# ---- decoder_rr_arbiter_flat ----
--- src/rtl/decoder_rr_arbiter_if.sv ---
// Request/grant bundle shared between the requesters and the round-robin
// decoder arbiter. The requester side drives enable and request lines.
interface decoder_rr_arbiter_if;
    logic       en;
    logic [7:0] req;
    logic [7:0] gnt;
    logic [2:0] gnt_idx;
    logic       gnt_valid;
    logic       preempt;

    modport master (
        output en,
        output req,
        input  gnt,
        input  gnt_idx,
        input  gnt_valid,
        input  preempt
    );

    modport slave (
        input  en,
        input  req,
        output gnt,
        output gnt_idx,
        output gnt_valid,
        output preempt
    );
endinterface

--- src/rtl/decoder_rr_arbiter.sv ---
// Eight-way round-robin arbiter driving a one-hot 3-to-8 select bank, with
// an optional cap on how long one winner may hold the bank.
module decoder_rr_arbiter #(
    parameter int unsigned MAX_HOLD = 16,
    parameter int unsigned CNT_W    = 8
) (
    input  logic                 clk,
    input  logic                 rst_n,
    decoder_rr_arbiter_if.slave  bus
);

    typedef enum logic [1:0] {
        IDLE  = 2'd0,
        GRANT = 2'd1,
        GAP   = 2'd2
    } state_e;

    state_e           state_q;
    logic [2:0]       last_q;
    logic [2:0]       idx_q;
    logic [7:0]       gnt_q;
    logic             valid_q;
    logic             preempt_q;
    logic [CNT_W-1:0] hold_q;

    logic       found_d;
    logic [2:0] winner_d;
    logic [2:0] cand_d;
    logic       expired_d;
    logic       exit_d;

    // Search starts one past the previous winner and wraps, so the last
    // winner is considered only after every other requester.
    always_comb begin
        found_d  = 1'b0;
        winner_d = last_q;
        cand_d   = last_q;
        for (int k = 1; k <= 8; k++) begin
            cand_d = last_q + k[2:0];
            if (!found_d && bus.req[cand_d]) begin
                found_d  = 1'b1;
                winner_d = cand_d;
            end
        end
    end

    always_comb begin
        expired_d = (MAX_HOLD != 0) && (hold_q == CNT_W'(MAX_HOLD));
        exit_d    = !bus.req[idx_q] || !bus.en || expired_d;
    end

    always_ff @(posedge clk or negedge rst_n) begin
        if (!rst_n) begin
            state_q   <= IDLE;
            last_q    <= 3'd7;
            idx_q     <= 3'd0;
            gnt_q     <= 8'h00;
            valid_q   <= 1'b0;
            preempt_q <= 1'b0;
            hold_q    <= '0;
        end else begin
            case (state_q)
                IDLE: begin
                    preempt_q <= 1'b0;
                    if (bus.en && found_d) begin
                        state_q <= GRANT;
                        idx_q   <= winner_d;
                        gnt_q   <= 8'h01 << winner_d;
                        valid_q <= 1'b1;
                        hold_q  <= CNT_W'(1);
                    end
                end
                GRANT: begin
                    if (exit_d) begin
                        state_q   <= GAP;
                        gnt_q     <= 8'h00;
                        valid_q   <= 1'b0;
                        last_q    <= idx_q;
                        // A dropped request or low enable counts as release, never preemption.
                        preempt_q <= bus.req[idx_q] && bus.en;
                    end else if (hold_q != '1) begin
                        hold_q <= hold_q + 1'b1;
                    end
                end
                GAP: begin
                    state_q   <= IDLE;
                    preempt_q <= 1'b0;
                end
                default: begin
                    state_q   <= IDLE;
                    gnt_q     <= 8'h00;
                    valid_q   <= 1'b0;
                    preempt_q <= 1'b0;
                end
            endcase
        end
    end

    assign bus.gnt       = gnt_q;
    assign bus.gnt_idx   = idx_q;
    assign bus.gnt_valid = valid_q;
    assign bus.preempt   = preempt_q;

endmodule
--- src/flat_wrapper.sv ---
// flat-port wrapper written by rule: the top's interface ports become plain ports
module decoder_rr_arbiter_flat 
#(
    parameter int unsigned MAX_HOLD = 16,
    parameter int unsigned CNT_W    = 8
)
  (clk, rst_n, bus_en, bus_req, bus_gnt, bus_gnt_idx, bus_gnt_valid, bus_preempt);
  decoder_rr_arbiter_if bus_i ();
  input  logic clk;
  input  logic rst_n;
  input wire logic [$bits(bus_i.en)-1:0] bus_en;
  input wire logic [$bits(bus_i.req)-1:0] bus_req;
  output wire logic [$bits(bus_i.gnt)-1:0] bus_gnt;
  output wire logic [$bits(bus_i.gnt_idx)-1:0] bus_gnt_idx;
  output wire logic [$bits(bus_i.gnt_valid)-1:0] bus_gnt_valid;
  output wire logic [$bits(bus_i.preempt)-1:0] bus_preempt;
  assign bus_i.en = bus_en;
  assign bus_i.req = bus_req;
  assign bus_gnt = bus_i.gnt;
  assign bus_gnt_idx = bus_i.gnt_idx;
  assign bus_gnt_valid = bus_i.gnt_valid;
  assign bus_preempt = bus_i.preempt;
  decoder_rr_arbiter #(.MAX_HOLD(MAX_HOLD), .CNT_W(CNT_W)) u_core (.clk(clk), .rst_n(rst_n), .bus(bus_i));
endmodule
--- config.mk ---
export PLATFORM = sky130hd
export DESIGN_NAME = decoder_rr_arbiter_flat
export DESIGN_NICKNAME = d
export VERILOG_FILES = /design/src/rtl/decoder_rr_arbiter_if.sv /design/src/rtl/decoder_rr_arbiter.sv /design/src/flat_wrapper.sv
export SDC_FILE = /design/constraint.sdc
export NUM_CORES = 1
export LEC_CHECK = 0
export CORE_MARGIN = 2
export CORE_UTILIZATION = 43
export CTS_CLUSTER_SIZE = 14
export DETAILED_ROUTE_END_ITERATION = 6
export SLEW_MARGIN = 20
export SYNTH_ARGS = -nofsm -noshare
export SYNTH_HDL_FRONTEND = slang
export SYNTH_SLANG_ARGS = --single-unit
--- constraint.sdc ---
create_clock -name clk -period 4.26 [get_ports clk]
set_input_delay 0.639 -clock clk [delete_from_list [all_inputs] [get_ports clk]]
set_output_delay 0.639 -clock clk [all_outputs]
set_load 0.02 [all_outputs]
==> flow_metrics.env <==
# implementation run metrics
export IMPL_die_w_um=75.1
export IMPL_setup_ws_ns=0.862
export IMPL_clockNetworkAreaShare_pct=2.83
export IMPL_place_gp_congestion=0.953
export IMPL_yosys_area_top_type="dfrtp_1"
export IMPL_n_all_buffers=28
export IMPL_slowest_stage="dfstp_2"
export IMPL_synthMuxAreaShare_pct=23.2
export IMPL_die_h_um=75.1
export IMPL_path_class="reg -> reg"
export IMPL_maxSlewHeadroom_pct=51.2
export IMPL_synth_top_cell_by_count="dfrtp_1"
export IMPL_wl_per_cell_um=17.4
export IMPL_cts_num_sinks=26
export IMPL_synth_seq_share_pct=30.1
export IMPL_num_io_pins=24
export IMPL_drt_iter0_drc=155
export IMPL_grtUsageMet1_pct=25.6
export IMPL_status="finished clean"
export IMPL_r2r_start="u_core.last_q[0]"
export IMPL_leakage_nw=1.01
export IMPL_antenna_cells=0
export IMPL_nMultiInputCombCells=162
export IMPL_rrSetupSlack_ns=0.86
export IMPL_fp_util_pct=45.4
export IMPL_min_period_over_period_pct=79.8
export IMPL_tap_cells=67
export IMPL_area_growth_pct=16.2
export IMPL_setup_violations=0
export IMPL_place_port_buffers=23
export IMPL_cp_end_kind="flip-flop"
export IMPL_synthFlopType="dfrtp_1"
export IMPL_comb_area_um2=1430
export IMPL_maxSlewViolCount=0
export IMPL_rsz0062_at_grt="no"
## report_power, final
group | switching, mW | leakage [nW] | internal, mW | total, mW
clock | 0.0719 | 0.0357 | 0.126 | 0.197
combinational | 0.907 | 0.645 | 0.694 | 1.60
sequential | 0.0979 | 0.334 | 0.332 | 0.430
total | 1.08 | 1.01 | 1.15 | 2.23
## registers in the layout (all words and copies together) (netlist names)
register              count
u_core.bus.gnt            8
u_core.bus.gnt_idx        3
u_core.bus.gnt_valid      1
u_core.bus.preempt        1
u_core.hold_q             8
u_core.last_q             3
u_core.state_q            2
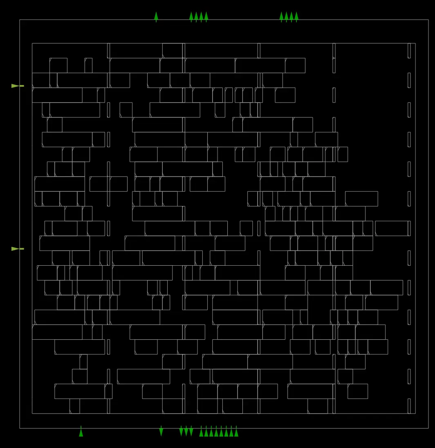
decoder_rr_arbiter_flat: placement view
Core Area: 4790 um^2
Core Util, Final: 52.7%
fillers: 423


# ---- cdb_arbiter ----
cdb_arbiter, placement view:
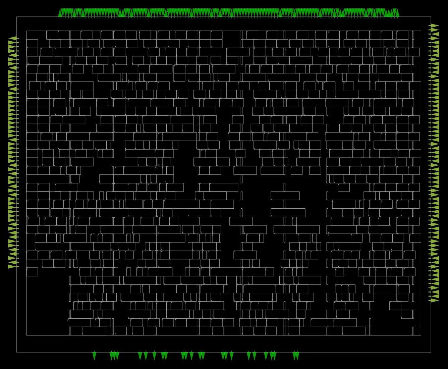
cdb_arbiter, PDN straps and rails:
Pins as bars on the die edge. Tap cells in grey.
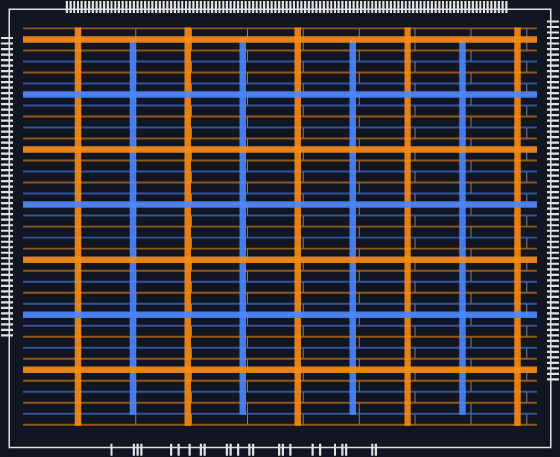
cdb_arbiter, M2 wires:
Scale bar: 50 um.
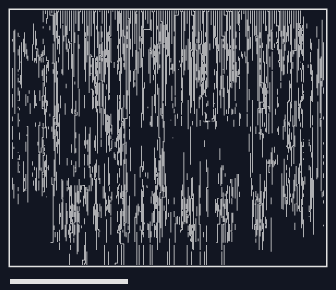
===== config.mk =====
export PLATFORM = sky130hd
export DESIGN_NAME = cdb_arbiter
export DESIGN_NICKNAME = d
export VERILOG_FILES = /design/src/rtl/cdb_arbiter.sv
export SDC_FILE = /design/constraint.sdc
export NUM_CORES = 1
export LEC_CHECK = 0
export CORE_ASPECT_RATIO = 0.8
export CORE_MARGIN = 3
export CORE_UTILIZATION = 34
export DETAILED_ROUTE_END_ITERATION = 12
export PLACE_DENSITY_LB_ADDON = 0.15
export SYNTH_ARGS = -nofsm -noshare
export SYNTH_HDL_FRONTEND = slang
export SYNTH_SLANG_ARGS = --single-unit

===== constraint.sdc =====
create_clock -name clk -period 2.15 [get_ports clk]
set_input_delay 0.43 -clock clk [delete_from_list [all_inputs] [get_ports clk]]
set_output_delay 0.43 -clock clk [all_outputs]
set_load 0.02 [all_outputs]

===== src/rtl/cdb_arbiter.sv =====
// rtl/cdb_arbiter.sv - round-robin arbiter driving the registered Common Data Bus
module cdb_arbiter #(
    parameter int NUM_FU = 4,
    parameter int TAG_W  = 7,
    parameter int DATA_W = 32,
    parameter int ROB_W  = 5
) (
    input  logic                     clk,
    input  logic                     reset,
    input  logic                     flush,
    input  logic [NUM_FU-1:0]        fu_valid,
    output logic [NUM_FU-1:0]        fu_ready,
    input  logic [NUM_FU*TAG_W-1:0]  fu_tag,
    input  logic [NUM_FU*DATA_W-1:0] fu_data,
    input  logic [NUM_FU*ROB_W-1:0]  fu_rob,
    output logic                     cdb_valid,
    output logic [TAG_W-1:0]         cdb_tag,
    output logic [DATA_W-1:0]        cdb_data,
    output logic [ROB_W-1:0]         cdb_rob,
    output logic [31:0]              busy_cycles
);

    localparam int PTR_W = (NUM_FU > 1) ? $clog2(NUM_FU) : 1;
    // One extra bit so pointer+offset never overflows before the explicit wrap.
    localparam logic [PTR_W:0]   NUM_W = (PTR_W+1)'(NUM_FU);
    localparam logic [PTR_W-1:0] LAST  = PTR_W'(NUM_FU - 1);

    logic [TAG_W-1:0]  tag_arr  [NUM_FU];
    logic [DATA_W-1:0] data_arr [NUM_FU];
    logic [ROB_W-1:0]  rob_arr  [NUM_FU];

    logic [PTR_W-1:0]  rr_ptr_q, rr_ptr_d;
    logic              cdb_valid_q, cdb_valid_d;
    logic [TAG_W-1:0]  cdb_tag_q, cdb_tag_d;
    logic [DATA_W-1:0] cdb_data_q, cdb_data_d;
    logic [ROB_W-1:0]  cdb_rob_q, cdb_rob_d;
    logic [31:0]       busy_q, busy_d;

    logic              grant_any;
    logic [PTR_W-1:0]  grant_idx;
    logic [PTR_W:0]    sum;

    for (genvar i = 0; i < NUM_FU; i++) begin : g_unpack
        assign tag_arr[i]  = fu_tag[i*TAG_W +: TAG_W];
        assign data_arr[i] = fu_data[i*DATA_W +: DATA_W];
        assign rob_arr[i]  = fu_rob[i*ROB_W +: ROB_W];
    end

    // Pick the first valid FU starting at rr_ptr; flush and reset suppress any grant.
    always_comb begin
        fu_ready  = '0;
        grant_any = 1'b0;
        grant_idx = '0;
        sum       = '0;
        for (int k = 0; k < NUM_FU; k++) begin
            sum = {1'b0, rr_ptr_q} + (PTR_W+1)'(k);
            if (sum >= NUM_W) begin
                sum = sum - NUM_W;
            end
            if (!grant_any && fu_valid[sum[PTR_W-1:0]]) begin
                grant_any = 1'b1;
                grant_idx = sum[PTR_W-1:0];
            end
        end
        if (reset || flush) begin
            grant_any = 1'b0;
        end
        if (grant_any) begin
            fu_ready[grant_idx] = 1'b1;
        end
    end

    // Next-state for pointer, broadcast register and saturating busy counter.
    always_comb begin
        rr_ptr_d    = rr_ptr_q;
        cdb_valid_d = grant_any;
        cdb_tag_d   = cdb_tag_q;
        cdb_data_d  = cdb_data_q;
        cdb_rob_d   = cdb_rob_q;
        busy_d      = busy_q;
        if (grant_any) begin
            rr_ptr_d   = (grant_idx == LAST) ? '0 : grant_idx + 1'b1;
            cdb_tag_d  = tag_arr[grant_idx];
            cdb_data_d = data_arr[grant_idx];
            cdb_rob_d  = rob_arr[grant_idx];
        end
        if (cdb_valid_q && (busy_q != 32'hFFFF_FFFF)) begin
            busy_d = busy_q + 32'd1;
        end
    end

    // State registers; reset clears everything including a broadcast in flight.
    always_ff @(posedge clk) begin
        if (reset) begin
            rr_ptr_q    <= '0;
            cdb_valid_q <= 1'b0;
            cdb_tag_q   <= '0;
            cdb_data_q  <= '0;
            cdb_rob_q   <= '0;
            busy_q      <= '0;
        end else begin
            rr_ptr_q    <= rr_ptr_d;
            cdb_valid_q <= cdb_valid_d;
            cdb_tag_q   <= cdb_tag_d;
            cdb_data_q  <= cdb_data_d;
            cdb_rob_q   <= cdb_rob_d;
            busy_q      <= busy_d;
        end
    end

    assign cdb_valid   = cdb_valid_q;
    assign cdb_tag     = cdb_tag_q;
    assign cdb_data    = cdb_data_q;
    assign cdb_rob     = cdb_rob_q;
    assign busy_cycles = busy_q;

endmodule


==> flow_metrics.env <==
# implementation run metrics
export IMPL_status="finished clean"
export IMPL_min_from="cdb_data[9]"
export IMPL_syn_avg_cell_area_um2=9.47
export IMPL_drtPass1Iterations=4
export IMPL_dr_wl_met2_mm=8.66
export IMPL_path_class="reg -> out"
export IMPL_synthFlopType="dfxtp_1"
export IMPL_num_io_pins=264
export IMPL_track_usage_pct=22.0
export IMPL_maxPowerGroup="the clock network"
export IMPL_slowest_stage="dfxtp_4"
export IMPL_yosys_area_share_simple_pct=16.0
export IMPL_whs_path_depth=2
export IMPL_yosysWarnings=0
export IMPL_synth_seq_share_pct=35.8
export IMPL_tightest_slew_ns=0.687
export IMPL_synthTopLogicFamily="multiplexers"
export IMPL_ctsHoldBuffers=0
export IMPL_rsz0062_at_grt="yes"
export IMPL_critical_path_top_delay_family="AND-OR/OR-AND gates"
export IMPL_worst_r2r_endpoint="busy_cycles[11]"
export IMPL_ys_seq_elements=79
export IMPL_swShare_pct=26.5
export IMPL_max_freq_mhz=484
export IMPL_via_per_inst=5.19
export IMPL_synth_top_cell_by_count="mux2i_1"
export IMPL_worstSkewPairLatency_ns=0.34
export IMPL_cp_end_kind="output pin"
export IMPL_cts_buffers=9
export IMPL_irDropWorstVdd_mv=0.406
export IMPL_rr_worst_depth=6
export IMPL_start_kind="flip-flop"
export IMPL_grt_first_pass_wirelength_mm=25.3
export IMPL_hold_path_class="reg -> reg"
export IMPL_ys_chip_area_um2=4410
export IMPL_cts_tree="yes"
export IMPL_comb_power_mw=1.41
export IMPL_grt_antenna_before_repair=0
export IMPL_die_area_um2=14400
export IMPL_fin_crit_ns=2.07
export IMPL_place_gp_congestion=0.836
export IMPL_startpoint="rr_ptr_q[1]"
export IMPL_dp_cells=892
export IMPL_syn_num_nets=651
export IMPL_drt_iter0_drc=232
## Picture notes: 'placement view' of cdb_arbiter
Placement Rows: 36
fillers: 1044
# Taps: 171
Core Util, Final: 62.4%
sequential share of cell area: 20.5%

## Picture notes: 'PDN straps and rails' of cdb_arbiter
| net | colour |
|---|---|
| VDD | blue |
| VSS | orange |
signal pins: 264
met1 rails: 37
rows: 36
met4 straps: 9
tap cells: 171
die height: 108 um
Die W: 133 um

## Picture notes: 'M2 wires' of cdb_arbiter
longest straight run: 43.2 um
nets with wire on the layer: 807
share of all routed wire: 51%
grt met2 use: 38.8%
DRT Wirelength: 17.0 mm

area by class of cell:
cell class | instances | area (um^2)
inverter | 6 | 22.5
timing repair buffer | 295 | 2900
sequential | 79 | 1590
tap | 171 | 214
clock buffer | 12 | 256
multi-input combinational | 345 | 2690
clock inverter | 3 | 90.1
fill | 1044 | 4670
logic make-up after synthesis:
kind of cell | Yosys count
AOI/OAI and AO/OA | 82
adders and majority gates | 2
DFF | 79
xor gates and xnor gates | 22
muxes | 94
buffers and inverters | 43
and+or+nand+nor | 144

# ---- generic_fifo_reader ----
generic_fifo_reader, clock wires, drivers and flops:
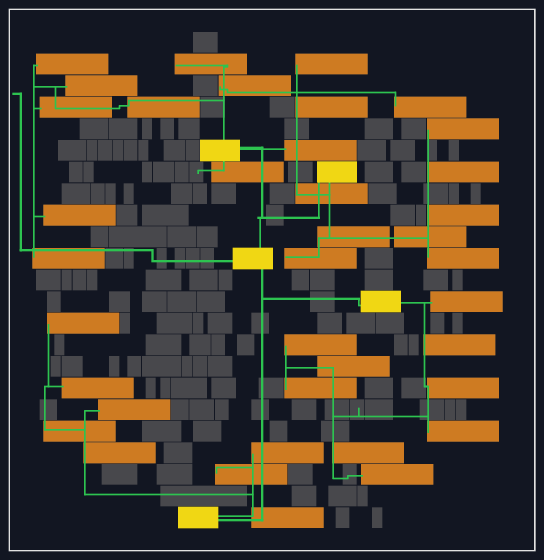
generic_fifo_reader, M2 wires:
Scale bar: 20 um.
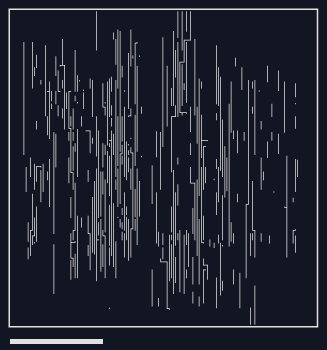
--- config.mk ---
export PLATFORM = sky130hd
export DESIGN_NAME = generic_fifo_reader
export DESIGN_NICKNAME = d
export VERILOG_FILES = /design/src/rtl/generic_fifo_reader.sv
export SDC_FILE = /design/constraint.sdc
export NUM_CORES = 1
export LEC_CHECK = 0
export CORE_AREA = 2 2 64 66
export DETAILED_ROUTE_END_ITERATION = 10
export DIE_AREA = 0 0 66 68
export DONT_BUFFER_PORTS = 1
export GPL_ROUTABILITY_DRIVEN = 0
export PLACE_DENSITY = 0.68
export SYNTH_ARGS = -nofsm -noshare
export SYNTH_HDL_FRONTEND = slang
export SYNTH_SLANG_ARGS = --single-unit
--- constraint.sdc ---
create_clock -name clk -period 6.6 [get_ports clk]
set_input_delay 1.32 -clock clk [delete_from_list [all_inputs] [get_ports clk]]
set_output_delay 1.32 -clock clk [all_outputs]
set_load 0.02 [all_outputs]
--- src/rtl/generic_fifo_reader.sv ---
// Reader for the generic FIFO: packs PACK narrow words into one wide beat on a valid/ready master port.
// Define GENERIC_FIFO_READER_FLUSH_EN to add the flush input and the m_count word-count output.
module generic_fifo_reader #(
  parameter int MSB  = 3,
  parameter int LSB  = 0,
  parameter int PACK = 4
) (
  input  logic                            clk,
  input  logic                            reset,
  input  logic [MSB:LSB]                  fifo_out,
  input  logic                            fifo_empty,
  output logic                            fifo_read,
  output logic [PACK*(MSB-LSB+1)-1:0]     m_data,
  output logic                            m_valid,
  input  logic                            m_ready
`ifdef GENERIC_FIFO_READER_FLUSH_EN
  ,
  input  logic                            flush,
  output logic [$clog2(PACK+1)-1:0]       m_count
`endif
);

  localparam int W  = MSB - LSB + 1;
  localparam int DW = PACK * W;
  localparam int CW = $clog2(PACK + 1);
  localparam logic [CW:0] PACK_C = (CW + 1)'(PACK);

  typedef enum logic {
    FILL,
    HOLD
  } state_t;

  state_t        state;
  logic [DW-1:0] acc;
  logic [CW-1:0] cnt;
  logic          pend;
  logic          flushing;

  logic          flush_req;
  logic [CW:0]   inflight;
  logic          last_due;
  logic          out_free;
  logic          done;
  logic [DW-1:0] acc_n;
  logic [CW-1:0] cnt_n;

`ifdef GENERIC_FIFO_READER_FLUSH_EN
  assign flush_req = flush;
`else
  assign flush_req = 1'b0;
`endif

  // Accumulator and count as they will be once the word due this cycle is captured.
  always_comb begin
    acc_n = acc;
    cnt_n = cnt;
    for (int k = 0; k < PACK; k++) begin
      if (pend && (cnt == CW'(k))) begin
        acc_n[k*W +: W] = fifo_out;
      end
    end
    if (pend) begin
      cnt_n = cnt + 1'b1;
    end
  end

  assign inflight = {1'b0, cnt} + {{CW{1'b0}}, pend};
  assign last_due = pend && ({1'b0, cnt} == (PACK_C - 1'b1));
  assign out_free = !m_valid || m_ready;

  // The last word landing with an idle output register guarantees the accumulator
  // clears on this edge, so the first read of the next beat can go out now.
  assign fifo_read = !reset && !fifo_empty && (state == FILL) && !flushing &&
                     ((inflight < PACK_C) || (last_due && !m_valid));

  assign done = (state == FILL) &&
                ((cnt_n == CW'(PACK)) || (flushing && (cnt_n != '0)));

  always_ff @(posedge clk or posedge reset) begin
    if (reset) begin
      state    <= FILL;
      acc      <= '0;
      cnt      <= '0;
      pend     <= 1'b0;
      flushing <= 1'b0;
      m_data   <= '0;
      m_valid  <= 1'b0;
`ifdef GENERIC_FIFO_READER_FLUSH_EN
      m_count  <= '0;
`endif
    end else begin
      pend <= fifo_read;
      if (m_valid && m_ready) begin
        m_valid <= 1'b0;
      end
      case (state)
        FILL: begin
          if (done) begin
            flushing <= 1'b0;
            if (out_free) begin
              m_data  <= acc_n;
              m_valid <= 1'b1;
`ifdef GENERIC_FIFO_READER_FLUSH_EN
              m_count <= cnt_n;
`endif
              acc     <= '0;
              cnt     <= '0;
            end else begin
              acc   <= acc_n;
              cnt   <= cnt_n;
              state <= HOLD;
            end
          end else begin
            acc      <= acc_n;
            cnt      <= cnt_n;
            flushing <= flushing || (flush_req && ((cnt != '0) || pend));
          end
        end
        HOLD: begin
          // The waiting beat moves out in the same edge the previous one is taken.
          if (m_valid && m_ready) begin
            m_data  <= acc;
            m_valid <= 1'b1;
`ifdef GENERIC_FIFO_READER_FLUSH_EN
            m_count <= cnt;
`endif
            acc     <= '0;
            cnt     <= '0;
            state   <= FILL;
          end
        end
        default: state <= FILL;
      endcase
    end
  end

endmodule

==> flow_metrics.env <==
# implementation run metrics
export IMPL_grt_first_pass_wirelength_mm=6.24
export IMPL_leakage_nw=0.944
export IMPL_min_from="acc[7]"
export IMPL_yosys_area_top_type="dfrtp_1"
export IMPL_status="finished clean"
export IMPL_maxPowerGroup="sequential cells"
export IMPL_fp_util_pct=51.6
export IMPL_irDropWorstVdd_mv=0.133
export IMPL_wl_met3_um=229
export IMPL_overflow=0
export IMPL_dp_hpwl_mm=2.75
export IMPL_core_area_um2=3860
export IMPL_cts_tree="yes"
export IMPL_nClkBuffers=5
export IMPL_buf_share_pct=0.357
export IMPL_drt_iter0_drc=34
export IMPL_clockBufferDepth=2
export IMPL_grt_antenna_before_repair=0
export IMPL_rows=23
export IMPL_path_clk_slew_ns=0.07
About 'clock wires, drivers and flops' of generic_fifo_reader:
[clock wires] green | length: 457 um
[clock drivers] yellow | count: 5
[flip-flops] orange | count: 38
flops lie: all over the die
Worst Clk Skew: 0.00635 ns
Skew-Pair Late Insertion Delay: 0.29 ns
Clk power: 191 uW

About 'M2 wires' of generic_fifo_reader:
nets with wire on the layer: 146
wire length on this layer: 1860 um
share of all routed wire: 49%
main direction: vertical
grt met2 use: 29.9%
total number of vias: 1371
DRT Wirelength: 3.82 mm

==> cells in the final DEF (no fill, tap or decap), drive strengths merged <==
cell	synthesis	routed
dfrtp	38	38
nand2	22	22
o21ai	21	21
a22o	17	17
mux2i	13	13
a21oi	8	8
nor2	6	6
ha	6	6
inv	5	5
a211oi	5	5
clkbuf	6	5
nor2b	4	4
and4b	4	4
o211a	4	4
a31o	3	3
and2	3	3
or4b	3	3
clkinv	0	2
and2b	1	1
nor3b	1	1
nor3	1	1
a311o	1	1
a31oi	1	1
nand3b	1	1
o31a	1	1
nor4	1	1
o2bb2ai	1	1
o22ai	1	1
bufinv	0	1
buf	7	1

# ---- multicycle_ctrl ----
multicycle_ctrl, clock wires, drivers and flops:
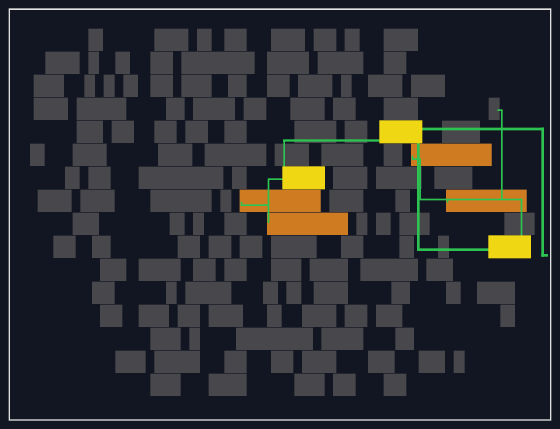
multicycle_ctrl, PDN straps and rails:
Pins as bars on the die edge. Tap cells in grey.
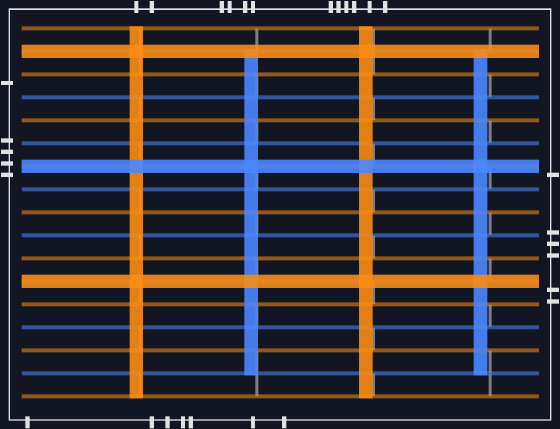
multicycle_ctrl, M2 wires:
Scale bar: 20 um.
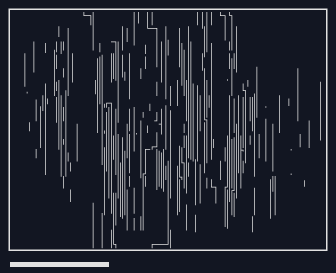
--- config.mk ---
export PLATFORM = sky130hd
export DESIGN_NAME = multicycle_ctrl
export DESIGN_NICKNAME = d
export VERILOG_FILES = /design/src/rtl/multicycle_ctrl_pkg.sv /design/src/rtl/multicycle_ctrl_out_decode.sv /design/src/rtl/multicycle_ctrl.sv
export SDC_FILE = /design/constraint.sdc
export NUM_CORES = 1
export LEC_CHECK = 0
export CELL_PAD_IN_SITES_DETAIL_PLACEMENT = 1
export CELL_PAD_IN_SITES_GLOBAL_PLACEMENT = 2
export CORE_ASPECT_RATIO = 0.75
export CORE_UTILIZATION = 21
export DETAILED_ROUTE_END_ITERATION = 10
export PLACE_DENSITY_LB_ADDON = 0.15
export SKIP_CTS_REPAIR_TIMING = 1
export SYNTH_ARGS = -nofsm -noshare
export SYNTH_HDL_FRONTEND = slang
export SYNTH_HIERARCHICAL = 1
export SYNTH_SLANG_ARGS = --single-unit
--- constraint.sdc ---
create_clock -name clk -period 1.45 [get_ports clk]
set_input_delay 0.2175 -clock clk [delete_from_list [all_inputs] [get_ports clk]]
set_output_delay 0.2175 -clock clk [all_outputs]
set_load 0.02 [all_outputs]
--- src/rtl/multicycle_ctrl_pkg.sv ---
// Shared encodings for the multicycle MIPS control FSM: opcodes, states,
// ALU/mux select codes and the packed control word.
package mc_pkg;

    localparam int unsigned OPCODE_W = 6;
    localparam int unsigned STATE_W  = 4;
    localparam int unsigned SEL_W    = 2;

    localparam logic [OPCODE_W-1:0] OP_R    = 6'b000000;
    localparam logic [OPCODE_W-1:0] OP_LW   = 6'b100011;
    localparam logic [OPCODE_W-1:0] OP_SW   = 6'b101011;
    localparam logic [OPCODE_W-1:0] OP_BEQ  = 6'b000100;
    localparam logic [OPCODE_W-1:0] OP_J    = 6'b000010;
    localparam logic [OPCODE_W-1:0] OP_ADDI = 6'b001000;

    typedef enum logic [STATE_W-1:0] {
        ST_IDLE   = 4'd0,
        ST_FETCH  = 4'd1,
        ST_DECODE = 4'd2,
        ST_MEMADR = 4'd3,
        ST_MEMRD  = 4'd4,
        ST_MEMWB  = 4'd5,
        ST_MEMWR  = 4'd6,
        ST_EXEC   = 4'd7,
        ST_RWB    = 4'd8,
        ST_BRANCH = 4'd9,
        ST_JUMP   = 4'd10,
        ST_ADDIEX = 4'd11,
        ST_ADDIWB = 4'd12,
        ST_EXC    = 4'd13
    } state_t;

    localparam logic [SEL_W-1:0] ALUOP_ADD   = 2'b00;
    localparam logic [SEL_W-1:0] ALUOP_SUB   = 2'b01;
    localparam logic [SEL_W-1:0] ALUOP_FUNCT = 2'b10;

    localparam logic [SEL_W-1:0] SRCB_B       = 2'b00;
    localparam logic [SEL_W-1:0] SRCB_FOUR    = 2'b01;
    localparam logic [SEL_W-1:0] SRCB_IMM     = 2'b10;
    localparam logic [SEL_W-1:0] SRCB_IMM_SH2 = 2'b11;

    localparam logic [SEL_W-1:0] PCSRC_ALU    = 2'b00;
    localparam logic [SEL_W-1:0] PCSRC_ALUOUT = 2'b01;
    localparam logic [SEL_W-1:0] PCSRC_JUMP   = 2'b10;
    localparam logic [SEL_W-1:0] PCSRC_EXC    = 2'b11;

    typedef struct packed {
        logic             pcWrite;
        logic             pcWriteCond;
        logic             iorD;
        logic             memRead;
        logic             memWrite;
        logic             irWrite;
        logic             memToReg;
        logic             regDst;
        logic             regWrite;
        logic             aluSrcA;
        logic [SEL_W-1:0] aluSrcB;
        logic [SEL_W-1:0] aluOp;
        logic [SEL_W-1:0] pcSource;
    } ctrl_t;

    function automatic logic isMemOp(input logic [OPCODE_W-1:0] op);
        return (op == OP_LW) || (op == OP_SW);
    endfunction

endpackage

--- src/rtl/multicycle_ctrl_out_decode.sv ---
// Pure combinational state + memReady -> control word decoder.
// MULTICYCLE_CTRL_EXC_EN enables the exception-vector control word in EXC.
import mc_pkg::*;

module mc_out_decode (
    input  state_t state,
    input  logic   memReady,
    output ctrl_t  ctrl
);

    always_comb begin
        ctrl = '0;
        case (state)
            ST_FETCH: begin
                ctrl.memRead  = 1'b1;
                ctrl.aluSrcB  = SRCB_FOUR;
                ctrl.aluOp    = ALUOP_ADD;
                ctrl.pcSource = PCSRC_ALU;
                ctrl.irWrite  = memReady;
                ctrl.pcWrite  = memReady;
            end
            ST_DECODE: begin
                // branch target precompute into ALUOut
                ctrl.aluSrcB = SRCB_IMM_SH2;
                ctrl.aluOp   = ALUOP_ADD;
            end
            ST_MEMADR, ST_ADDIEX: begin
                ctrl.aluSrcA = 1'b1;
                ctrl.aluSrcB = SRCB_IMM;
                ctrl.aluOp   = ALUOP_ADD;
            end
            ST_MEMRD: begin
                ctrl.memRead = 1'b1;
                ctrl.iorD    = 1'b1;
            end
            ST_MEMWB: begin
                ctrl.regWrite = 1'b1;
                ctrl.memToReg = 1'b1;
            end
            ST_MEMWR: begin
                ctrl.memWrite = 1'b1;
                ctrl.iorD     = 1'b1;
            end
            ST_EXEC: begin
                ctrl.aluSrcA = 1'b1;
                ctrl.aluSrcB = SRCB_B;
                ctrl.aluOp   = ALUOP_FUNCT;
            end
            ST_RWB: begin
                ctrl.regWrite = 1'b1;
                ctrl.regDst   = 1'b1;
            end
            ST_BRANCH: begin
                ctrl.aluSrcA     = 1'b1;
                ctrl.aluSrcB     = SRCB_B;
                ctrl.aluOp       = ALUOP_SUB;
                ctrl.pcWriteCond = 1'b1;
                ctrl.pcSource    = PCSRC_ALUOUT;
            end
            ST_JUMP: begin
                ctrl.pcWrite  = 1'b1;
                ctrl.pcSource = PCSRC_JUMP;
            end
            ST_ADDIWB: begin
                ctrl.regWrite = 1'b1;
            end
`ifdef MULTICYCLE_CTRL_EXC_EN
            ST_EXC: begin
                ctrl.pcWrite  = 1'b1;
                ctrl.pcSource = PCSRC_EXC;
            end
`endif
            default: ctrl = '0;
        endcase
    end

endmodule

--- src/rtl/multicycle_ctrl.sv ---
// Main control FSM of the multicycle MIPS datapath: state register and
// next-state logic. MULTICYCLE_CTRL_EXC_EN routes unknown opcodes to EXC.
import mc_pkg::*;

module multicycle_ctrl #(
    parameter bit USE_MEM_READY = 1'b1
) (
    input  logic                clk,
    input  logic                rst_n,
    input  logic [OPCODE_W-1:0] opcode,
    input  logic                zero,
    input  logic                memReady,
    output logic                pcWrite,
    output logic                pcWriteCond,
    output logic                iorD,
    output logic                memRead,
    output logic                memWrite,
    output logic                irWrite,
    output logic                memToReg,
    output logic                regDst,
    output logic                regWrite,
    output logic                aluSrcA,
    output logic [SEL_W-1:0]    aluSrcB,
    output logic [SEL_W-1:0]    aluOp,
    output logic [SEL_W-1:0]    pcSource,
    output logic [STATE_W-1:0]  state
);

    state_t stateQ;
    state_t stateNext;
    logic   ready;
    ctrl_t  ctrl;
    logic   unusedZero;

    // zero only qualifies pcWriteCond inside the datapath
    assign unusedZero = zero;
    assign ready      = USE_MEM_READY ? memReady : 1'b1;

    always_ff @(posedge clk or negedge rst_n) begin
        if (!rst_n) begin
            stateQ <= ST_IDLE;
        end else begin
            stateQ <= stateNext;
        end
    end

    always_comb begin
        stateNext = stateQ;
        case (stateQ)
            ST_IDLE:   stateNext = ST_FETCH;
            ST_FETCH:  if (ready) stateNext = ST_DECODE;
            ST_DECODE: begin
                if (isMemOp(opcode)) begin
                    stateNext = ST_MEMADR;
                end else begin
                    case (opcode)
                        OP_R:    stateNext = ST_EXEC;
                        OP_BEQ:  stateNext = ST_BRANCH;
                        OP_J:    stateNext = ST_JUMP;
                        OP_ADDI: stateNext = ST_ADDIEX;
`ifdef MULTICYCLE_CTRL_EXC_EN
                        default: stateNext = ST_EXC;
`else
                        default: stateNext = ST_FETCH;
`endif
                    endcase
                end
            end
            ST_MEMADR: begin
                case (opcode)
                    OP_LW:   stateNext = ST_MEMRD;
                    OP_SW:   stateNext = ST_MEMWR;
                    default: stateNext = ST_FETCH;
                endcase
            end
            ST_MEMRD:  if (ready) stateNext = ST_MEMWB;
            ST_MEMWR:  if (ready) stateNext = ST_FETCH;
            ST_EXEC:   stateNext = ST_RWB;
            ST_ADDIEX: stateNext = ST_ADDIWB;
            ST_MEMWB, ST_RWB, ST_BRANCH, ST_JUMP, ST_ADDIWB, ST_EXC:
                       stateNext = ST_FETCH;
            default:   stateNext = ST_IDLE;
        endcase
    end

    mc_out_decode uDecode (
        .state    (stateQ),
        .memReady (ready),
        .ctrl     (ctrl)
    );

    assign pcWrite     = ctrl.pcWrite;
    assign pcWriteCond = ctrl.pcWriteCond;
    assign iorD        = ctrl.iorD;
    assign memRead     = ctrl.memRead;
    assign memWrite    = ctrl.memWrite;
    assign irWrite     = ctrl.irWrite;
    assign memToReg    = ctrl.memToReg;
    assign regDst      = ctrl.regDst;
    assign regWrite    = ctrl.regWrite;
    assign aluSrcA     = ctrl.aluSrcA;
    assign aluSrcB     = ctrl.aluSrcB;
    assign aluOp       = ctrl.aluOp;
    assign pcSource    = ctrl.pcSource;
    assign state       = STATE_W'(stateQ);

endmodule

==> flow_metrics.env <==
# implementation run metrics
export IMPL_dp_hpwl_mm=1.81
export IMPL_design_area_um2=1350
export IMPL_rr_worst_depth=7
export IMPL_yosys_area_top_type="dfrtp_1"
export IMPL_top_area_share_pct=16.6
export IMPL_violations="negative setup slack"
export IMPL_num_io_pins=30
export IMPL_hold_path_class="in -> async"
export IMPL_via_per_inst=4.83
export IMPL_grtUsageMet1_pct=22.3
export IMPL_yosys_cell_types_count=37
export IMPL_dp_cells=157
export IMPL_edf_count=0
export IMPL_wl_per_cell_um=15.8
export IMPL_syn_num_nets=85
export IMPL_required_ns=1.23
export IMPL_maxSlewViolCount=0
export IMPL_startpoint="state[3]"
export IMPL_cts_num_sinks=4
export IMPL_synth_area_um2=603
export IMPL_async_reset_ff_share_pct=100
export IMPL_synthFlopType="dfrtp_1"
export IMPL_fillCellCount=304
export IMPL_placed_area_um2=1080
export IMPL_p_per_area_nw_per_um2=1480
export IMPL_cts_buffers=3
export IMPL_drive_gt1_share_pct=62.4
export IMPL_drc=0
export IMPL_clockBufferDepth=2
export IMPL_ys_sh_aoi_pct=21.0
export IMPL_use_met3_pct=4.72
export IMPL_setup_ws_ns=-0.0826
export IMPL_status="complete, but fails checks"
export IMPL_cp_end_kind="output pin"
export IMPL_setup_violations=8
export IMPL_area_growth_pct=124
About 'clock wires, drivers and flops' of multicycle_ctrl:
[flip-flops] orange | count: 4
[clock drivers] yellow | count: 3
[clock wires] green | length: 126 um
routed clock nets: 4
Clk power: 259 uW
Skew-Pair Late Insertion Delay: 0.23 ns
Worst Clk Skew: 0.00746 ns

About 'PDN straps and rails' of multicycle_ctrl:
| net | colour |
|---|---|
| VDD | blue |
| VSS | orange |
met1 rails: 17
tap cells: 36
met5 straps: 3
signal pins: 30
worst-case vdd ir drop: 0.678 mV
die height: 48.4 um
Die W: 63.9 um
Core Area: 2660 um^2

About 'M2 wires' of multicycle_ctrl:
nets with wire on the layer: 135
wire length on this layer: 1350 um
grt met2 use: 25.9%
DRT Wirelength: 2.67 mm
total number of vias: 816

==> critical path, stage by stage, from the launching register on <==
cell and delay, ns:
dfrtp_2 0.46, buf_6 0.16, nand4bb_1 0.16, a21oi_1 0.13
buf_2 0.17
==> power breakdown <==
part / internal [mW] / switching [mW]
combinational: 0.793 / 0.752
sequential: 0.148 / 0.0540
clock: 0.189 / 0.0705
==> area by class of cell <==
cell class	count	area [um^2]	share of cell area [%]
Tap cell	36	45.0	3.33
Timing Repair Buffer	60	574	42.4
Multi-Input combinational cell	63	577	42.6
Clock buffer	4	45.0	3.33
Sequential cell	4	105	7.76
Inverter	2	7.51	0.555

# ---- parking_gate_ctrl_flat ----
--- config.mk ---
export PLATFORM = sky130hd
export DESIGN_NAME = parking_gate_ctrl_flat
export DESIGN_NICKNAME = d
export VERILOG_FILES = /design/src/rtl/parking_pkg.sv /design/src/rtl/parking_if.sv /design/src/rtl/parking_gate_ctrl_sensor_debounce.sv /design/src/rtl/parking_gate_ctrl.sv /design/src/flat_wrapper.sv
export SDC_FILE = /design/constraint.sdc
export NUM_CORES = 1
export LEC_CHECK = 0
export CAP_MARGIN = 20
export CORE_MARGIN = 1.5
export CORE_UTILIZATION = 42
export CTS_CLUSTER_DIAMETER = 100
export DETAILED_ROUTE_END_ITERATION = 12
export PLACE_DENSITY = 0.75
export SLEW_MARGIN = 25
export SYNTH_ARGS = -nofsm -noshare
export SYNTH_HDL_FRONTEND = slang
export SYNTH_HIERARCHICAL = 1
export SYNTH_SLANG_ARGS = --single-unit
--- constraint.sdc ---
create_clock -name clk -period 1.55 [get_ports clk]
set_input_delay 0.2325 -clock clk [delete_from_list [all_inputs] [get_ports clk]]
set_output_delay 0.2325 -clock clk [all_outputs]
set_load 0.1 [all_outputs]
--- src/rtl/parking_pkg.sv ---
// Shared types and constants for the parking gate controller: FSM state
// encoding, lane direction, car ID range and request validity helpers.
package parking_pkg;

  localparam int MAX_CARS = 3;
  localparam int ID_W     = 3;

  localparam logic [ID_W-1:0] ID_MIN = 3'd1;
  localparam logic [ID_W-1:0] ID_MAX = 3'd3;

  typedef enum logic [1:0] {
    ST_IDLE  = 2'd0,
    ST_CHECK = 2'd1,
    ST_GRANT = 2'd2,
    ST_GATE  = 2'd3
  } gate_state_e;

  typedef enum logic {
    DIR_ENTRY = 1'b0,
    DIR_EXIT  = 1'b1
  } dir_e;

  function automatic logic id_in_range(input logic [ID_W-1:0] id);
    return (id >= ID_MIN) && (id <= ID_MAX);
  endfunction

  function automatic logic slot_taken(input logic [ID_W-1:0] id,
                                      input logic [MAX_CARS-1:0] occ);
    logic taken;
    case (id)
      3'd1:    taken = occ[0];
      3'd2:    taken = occ[1];
      3'd3:    taken = occ[2];
      default: taken = 1'b0;
    endcase
    return taken;
  endfunction

  // An entry needs a free slot, an exit needs an occupied one.
  function automatic logic request_valid(input logic [ID_W-1:0] id,
                                         input logic [MAX_CARS-1:0] occ,
                                         input dir_e dir);
    return id_in_range(id) && (slot_taken(id, occ) == (dir == DIR_EXIT));
  endfunction

endpackage

--- src/rtl/parking_if.sv ---
// Lane sensors, ID reader and parking-system handshake grouped as one bundle;
// the controller is the master, the parking system/environment the slave.
interface parking_if;
  import parking_pkg::*;

  logic                entry_sensor;
  logic                exit_sensor;
  logic [ID_W-1:0]     id_in;
  logic [MAX_CARS-1:0] occupied;
  logic                car_enter;
  logic                car_exit;
  logic [ID_W-1:0]     car_sel;
  logic                gate_open;
  logic                reject;

  modport master (
    input  entry_sensor, exit_sensor, id_in, occupied,
    output car_enter, car_exit, car_sel, gate_open, reject
  );

  modport slave (
    output entry_sensor, exit_sensor, id_in, occupied,
    input  car_enter, car_exit, car_sel, gate_open, reject
  );

endinterface

--- src/rtl/parking_gate_ctrl_sensor_debounce.sv ---
// Two-flop synchronizer plus level debouncer for one raw sensor; emits a
// one-cycle rise pulse in the cycle the debounced level becomes 1.
module sensor_debounce #(
  parameter int DEBOUNCE_CYCLES = 4
) (
  input  logic clk,
  input  logic reset,
  input  logic raw_in,
  output logic rise_o
);
  localparam int CW = $clog2(DEBOUNCE_CYCLES + 1);
  localparam logic [CW-1:0] CNT_LAST = CW'(DEBOUNCE_CYCLES - 1);

  logic          sync1_q, sync2_q;
  logic          level_q, level_d;
  logic          rise_q,  rise_d;
  logic [CW-1:0] cnt_q,   cnt_d;

  // Count consecutive samples that disagree with the accepted level.
  always_comb begin
    level_d = level_q;
    cnt_d   = '0;
    if (sync2_q != level_q) begin
      if (cnt_q >= CNT_LAST) begin
        level_d = sync2_q;
        cnt_d   = '0;
      end else begin
        cnt_d = cnt_q + CW'(1);
      end
    end else begin
      cnt_d = '0;
    end
    rise_d = level_d & ~level_q;
  end

  always_ff @(posedge clk or negedge reset) begin
    if (!reset) begin
      sync1_q <= 1'b0;
      sync2_q <= 1'b0;
      level_q <= 1'b0;
      cnt_q   <= '0;
      rise_q  <= 1'b0;
    end else begin
      sync1_q <= raw_in;
      sync2_q <= sync1_q;
      level_q <= level_d;
      cnt_q   <= cnt_d;
      rise_q  <= rise_d;
    end
  end

  assign rise_o = rise_q;

endmodule

--- src/rtl/parking_gate_ctrl.sv ---
// Parking barrier controller: debounced lane events are queued as pending
// flags, validated against slot occupancy, granted, and the gate opened.
module parking_gate_ctrl
  import parking_pkg::*;
#(
  parameter int DEBOUNCE_CYCLES  = 4,
  parameter int GATE_OPEN_CYCLES = 8
) (
  input  logic      clk,
  input  logic      reset,
  parking_if.master bus
);
  localparam int GW = $clog2(GATE_OPEN_CYCLES + 1);
  localparam logic [GW-1:0] GATE_LAST = GW'(GATE_OPEN_CYCLES - 1);

  gate_state_e     state_q, state_d;
  dir_e            dir_q,   dir_d;
  logic [ID_W-1:0] id_q,    id_d;
  logic [GW-1:0]   gate_cnt_q, gate_cnt_d;
  logic            pend_entry_q, pend_entry_d;
  logic            pend_exit_q,  pend_exit_d;
  logic            car_enter_q, car_enter_d;
  logic            car_exit_q,  car_exit_d;
  logic [ID_W-1:0] car_sel_q,   car_sel_d;
  logic            gate_open_q, gate_open_d;
  logic            reject_q,    reject_d;

  logic entry_rise_s, exit_rise_s;
  logic take_s, take_exit_s, take_entry_s, req_ok_s;

  sensor_debounce #(.DEBOUNCE_CYCLES(DEBOUNCE_CYCLES)) u_entry_deb (
    .clk    (clk),
    .reset  (reset),
    .raw_in (bus.entry_sensor),
    .rise_o (entry_rise_s)
  );

  sensor_debounce #(.DEBOUNCE_CYCLES(DEBOUNCE_CYCLES)) u_exit_deb (
    .clk    (clk),
    .reset  (reset),
    .raw_in (bus.exit_sensor),
    .rise_o (exit_rise_s)
  );

  // Exit wins when both lanes are waiting.
  assign take_s       = (state_q == ST_IDLE) && (pend_entry_q || pend_exit_q);
  assign take_exit_s  = take_s && pend_exit_q;
  assign take_entry_s = take_s && !pend_exit_q && pend_entry_q;
  assign req_ok_s     = request_valid(id_q, bus.occupied, dir_q);

  // State register plus datapath and output flops.
  always_ff @(posedge clk or negedge reset) begin
    if (!reset) begin
      state_q      <= ST_IDLE;
      dir_q        <= DIR_ENTRY;
      id_q         <= '0;
      gate_cnt_q   <= '0;
      pend_entry_q <= 1'b0;
      pend_exit_q  <= 1'b0;
      car_enter_q  <= 1'b0;
      car_exit_q   <= 1'b0;
      car_sel_q    <= '0;
      gate_open_q  <= 1'b0;
      reject_q     <= 1'b0;
    end else begin
      state_q      <= state_d;
      dir_q        <= dir_d;
      id_q         <= id_d;
      gate_cnt_q   <= gate_cnt_d;
      pend_entry_q <= pend_entry_d;
      pend_exit_q  <= pend_exit_d;
      car_enter_q  <= car_enter_d;
      car_exit_q   <= car_exit_d;
      car_sel_q    <= car_sel_d;
      gate_open_q  <= gate_open_d;
      reject_q     <= reject_d;
    end
  end

  // Next-state, request latch, gate timer and pending flags.
  always_comb begin
    state_d    = state_q;
    dir_d      = dir_q;
    id_d       = id_q;
    gate_cnt_d = gate_cnt_q;
    case (state_q)
      ST_IDLE: begin
        if (take_s) begin
          id_d    = bus.id_in;
          dir_d   = pend_exit_q ? DIR_EXIT : DIR_ENTRY;
          state_d = ST_CHECK;
        end else begin
          state_d = ST_IDLE;
        end
      end
      ST_CHECK: state_d = req_ok_s ? ST_GRANT : ST_IDLE;
      ST_GRANT: begin
        state_d    = ST_GATE;
        gate_cnt_d = GATE_LAST;
      end
      ST_GATE: begin
        if (gate_cnt_q == '0) begin
          state_d = ST_IDLE;
        end else begin
          gate_cnt_d = gate_cnt_q - GW'(1);
        end
      end
      default: state_d = ST_IDLE;
    endcase
    pend_entry_d = (pend_entry_q && !take_entry_s) || entry_rise_s;
    pend_exit_d  = (pend_exit_q  && !take_exit_s)  || exit_rise_s;
  end

  // Registered outputs, aligned with the state being entered.
  always_comb begin
    car_enter_d = (state_d == ST_GRANT) && (dir_q == DIR_ENTRY);
    car_exit_d  = (state_d == ST_GRANT) && (dir_q == DIR_EXIT);
    gate_open_d = (state_d == ST_GATE);
    reject_d    = (state_q == ST_CHECK) && !req_ok_s;
    if (state_d == ST_GRANT) begin
      car_sel_d = id_q;
    end else begin
      car_sel_d = car_sel_q;
    end
  end

  assign bus.car_enter = car_enter_q;
  assign bus.car_exit  = car_exit_q;
  assign bus.car_sel   = car_sel_q;
  assign bus.gate_open = gate_open_q;
  assign bus.reject    = reject_q;

endmodule

--- src/flat_wrapper.sv ---
// flat-port wrapper written by rule: the top's interface ports become plain ports
module parking_gate_ctrl_flat import parking_pkg::*;
#(
  parameter int DEBOUNCE_CYCLES  = 4,
  parameter int GATE_OPEN_CYCLES = 8
)
  (clk, reset, bus_entry_sensor, bus_exit_sensor, bus_id_in, bus_occupied, bus_car_enter, bus_car_exit, bus_car_sel, bus_gate_open, bus_reject);
  parking_if bus_i ();
  input  logic clk;
  input  logic reset;
  input wire logic [$bits(bus_i.entry_sensor)-1:0] bus_entry_sensor;
  input wire logic [$bits(bus_i.exit_sensor)-1:0] bus_exit_sensor;
  input wire logic [$bits(bus_i.id_in)-1:0] bus_id_in;
  input wire logic [$bits(bus_i.occupied)-1:0] bus_occupied;
  output wire logic [$bits(bus_i.car_enter)-1:0] bus_car_enter;
  output wire logic [$bits(bus_i.car_exit)-1:0] bus_car_exit;
  output wire logic [$bits(bus_i.car_sel)-1:0] bus_car_sel;
  output wire logic [$bits(bus_i.gate_open)-1:0] bus_gate_open;
  output wire logic [$bits(bus_i.reject)-1:0] bus_reject;
  assign bus_i.entry_sensor = bus_entry_sensor;
  assign bus_i.exit_sensor = bus_exit_sensor;
  assign bus_i.id_in = bus_id_in;
  assign bus_i.occupied = bus_occupied;
  assign bus_car_enter = bus_i.car_enter;
  assign bus_car_exit = bus_i.car_exit;
  assign bus_car_sel = bus_i.car_sel;
  assign bus_gate_open = bus_i.gate_open;
  assign bus_reject = bus_i.reject;
  parking_gate_ctrl #(.DEBOUNCE_CYCLES(DEBOUNCE_CYCLES), .GATE_OPEN_CYCLES(GATE_OPEN_CYCLES)) u_core (.clk(clk), .reset(reset), .bus(bus_i));
endmodule
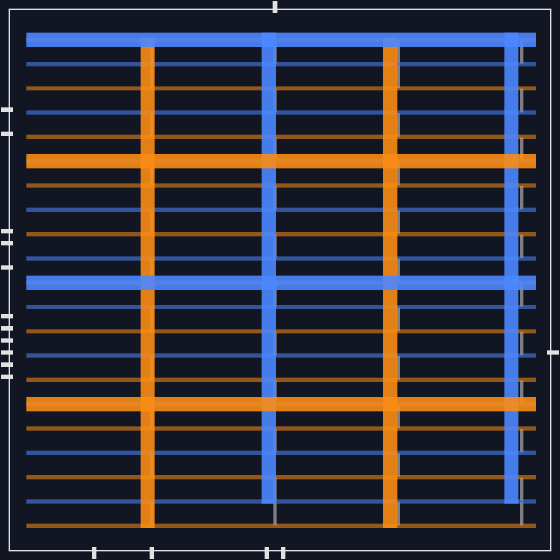
parking_gate_ctrl_flat: PDN straps and rails
Pins as bars on the die edge. Tap cells in grey.
| net | colour |
|---|---|
| VSS | orange |
| VDD | blue |
met4 straps: 4
rows: 20
Core Area: 3100 um^2
worst-case vdd ir drop: 1.38 mV
Die W: 60.5 um
die height: 60.5 um

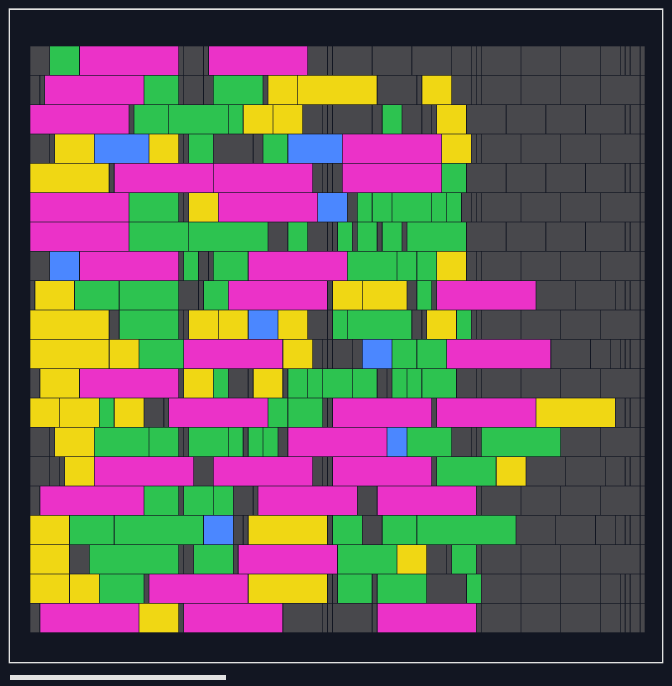
parking_gate_ctrl_flat: cell classes on the final placement
Scale bar: 20 um. Fill, decap, tap and diode cells in grey.
| class | colour | cells | share of their area |
|---|---|---|---|
| combinational and other logic | green | 75 | 33% |
| other buffers and delay cells | yellow | 41 | 21% |
| flops | magenta | 33 | 42% |
| clock drivers and dummy loads | blue | 8 | 3.5% |
sequential share of cell area: 40.7%
Core Util, Final: 65.5%
final instance area: 2030 um^2

==> flow_metrics.env <==
# implementation run metrics
export IMPL_wl_met3_um=100
export IMPL_yosys_cell_types_count=32
export IMPL_synth_seq_share_pct=59.6
export IMPL_top_cells_by_area="dfrtp_1, ha_1, mux2_1"
export IMPL_tightest_slew_ns=0.406
export IMPL_via_per_inst=4.85
export IMPL_fin_cells=201
export IMPL_grt_antenna_before_repair=0
export IMPL_drive_gt1_share_pct=45.9
export IMPL_wl_per_cell_um=14.0
export IMPL_power_switching_mw=1.57
export IMPL_edf_count=0
export IMPL_setup_ws_ns=-0.0463
export IMPL_violations="negative setup slack"
export IMPL_ys_seq_elements=33
export IMPL_p_int_mw=2.48
export IMPL_leakage_nw=0.931
export IMPL_maxSlewHeadroom_pct=72.9
export IMPL_path_class="reg -> reg"
export IMPL_slowest_stage="dfrtp_2"
export IMPL_clock_skew_ns=0.00786
export IMPL_status="complete, but fails checks"
export IMPL_synthFlopType="dfrtp_1"
export IMPL_track_usage_pct=17.8
export IMPL_wirelength_mm=2.82
export IMPL_cts_buffers=5
export IMPL_hold_path_class="in -> async"
export IMPL_yosys_area_top_type="dfrtp_1"
export IMPL_yosys_area_share_simple_pct=15.0
export IMPL_max_freq_mhz=626
export IMPL_setup_violations=3
export IMPL_die_area_um2=3650
export IMPL_ys_sh_aoi_pct=7.31
export IMPL_comb_power_mw=2.10
export IMPL_grt_max_degree=34
export IMPL_setup_tns_ns=-0.100
export IMPL_maxPowerGroup="combinational logic"
export IMPL_clockBufferDepth=2
export IMPL_largest_reg_flops=4
export IMPL_dp_cells=180
export IMPL_largest_register="u_core/gate_cnt_q"
==> final cells by class <==
type                    instances  area (um^2)
inverters                       9         33.8
clock buffers                   7         65.1
clock inverters                 1         5.00
flip-flops and latches         33          828
multi-input cells              66          624
repair buffers                 41          422
well taps                      44         55.1
fillers                       219         1070
==> repair_timing <==
item                       CTS  global route
pin swaps                    4             5
setup endpoints to repair    6            11
buffers inserted             6             7
gates resized                4            20
==> routing by layer <==
layer	vias to the layer above	global-route usage, %
met2	23	30.7
li1	469	-
met3	4	4.48
met4	0	8.39
met1	479	20.9
met5	-	0


==> layout pictures side by side <==
Clock wires, drivers and flops.
shot_01.png
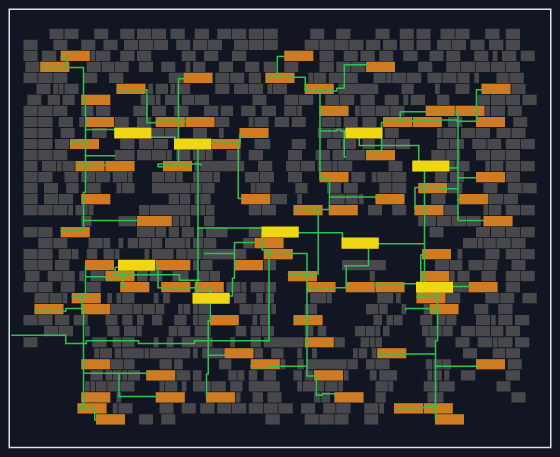
shot_02.png
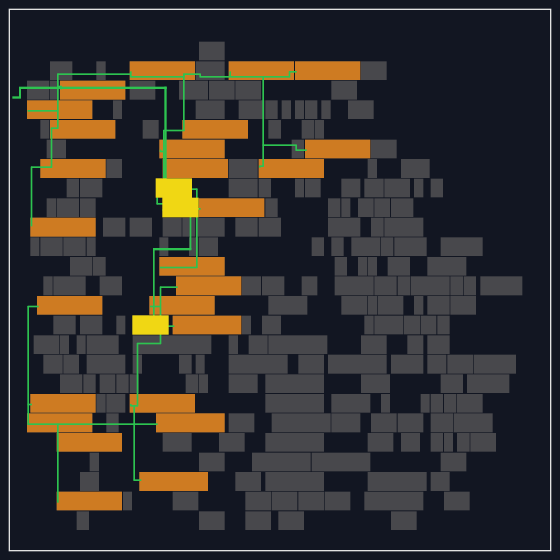
shot_03.png
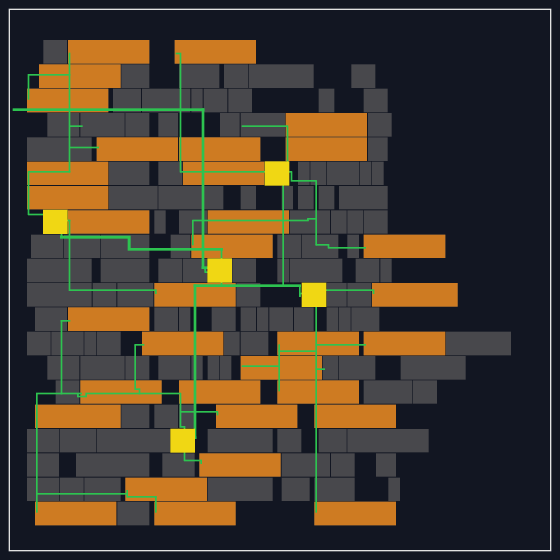
- fewest sequential cells: shot_02.png
- most sequential cells: shot_01.png
- cdb_arbiter = shot_01.png
- parking_gate_ctrl_flat = shot_03.png
- decoder_rr_arbiter_flat = shot_02.png

Key to shot_03.png:
[flip-flops] orange | count: 33
[clock wires] green | length: 366 um
[clock drivers] yellow | count: 5
routed clock nets: 6

No activity file was given, so power comes from the tool's default toggle rates.
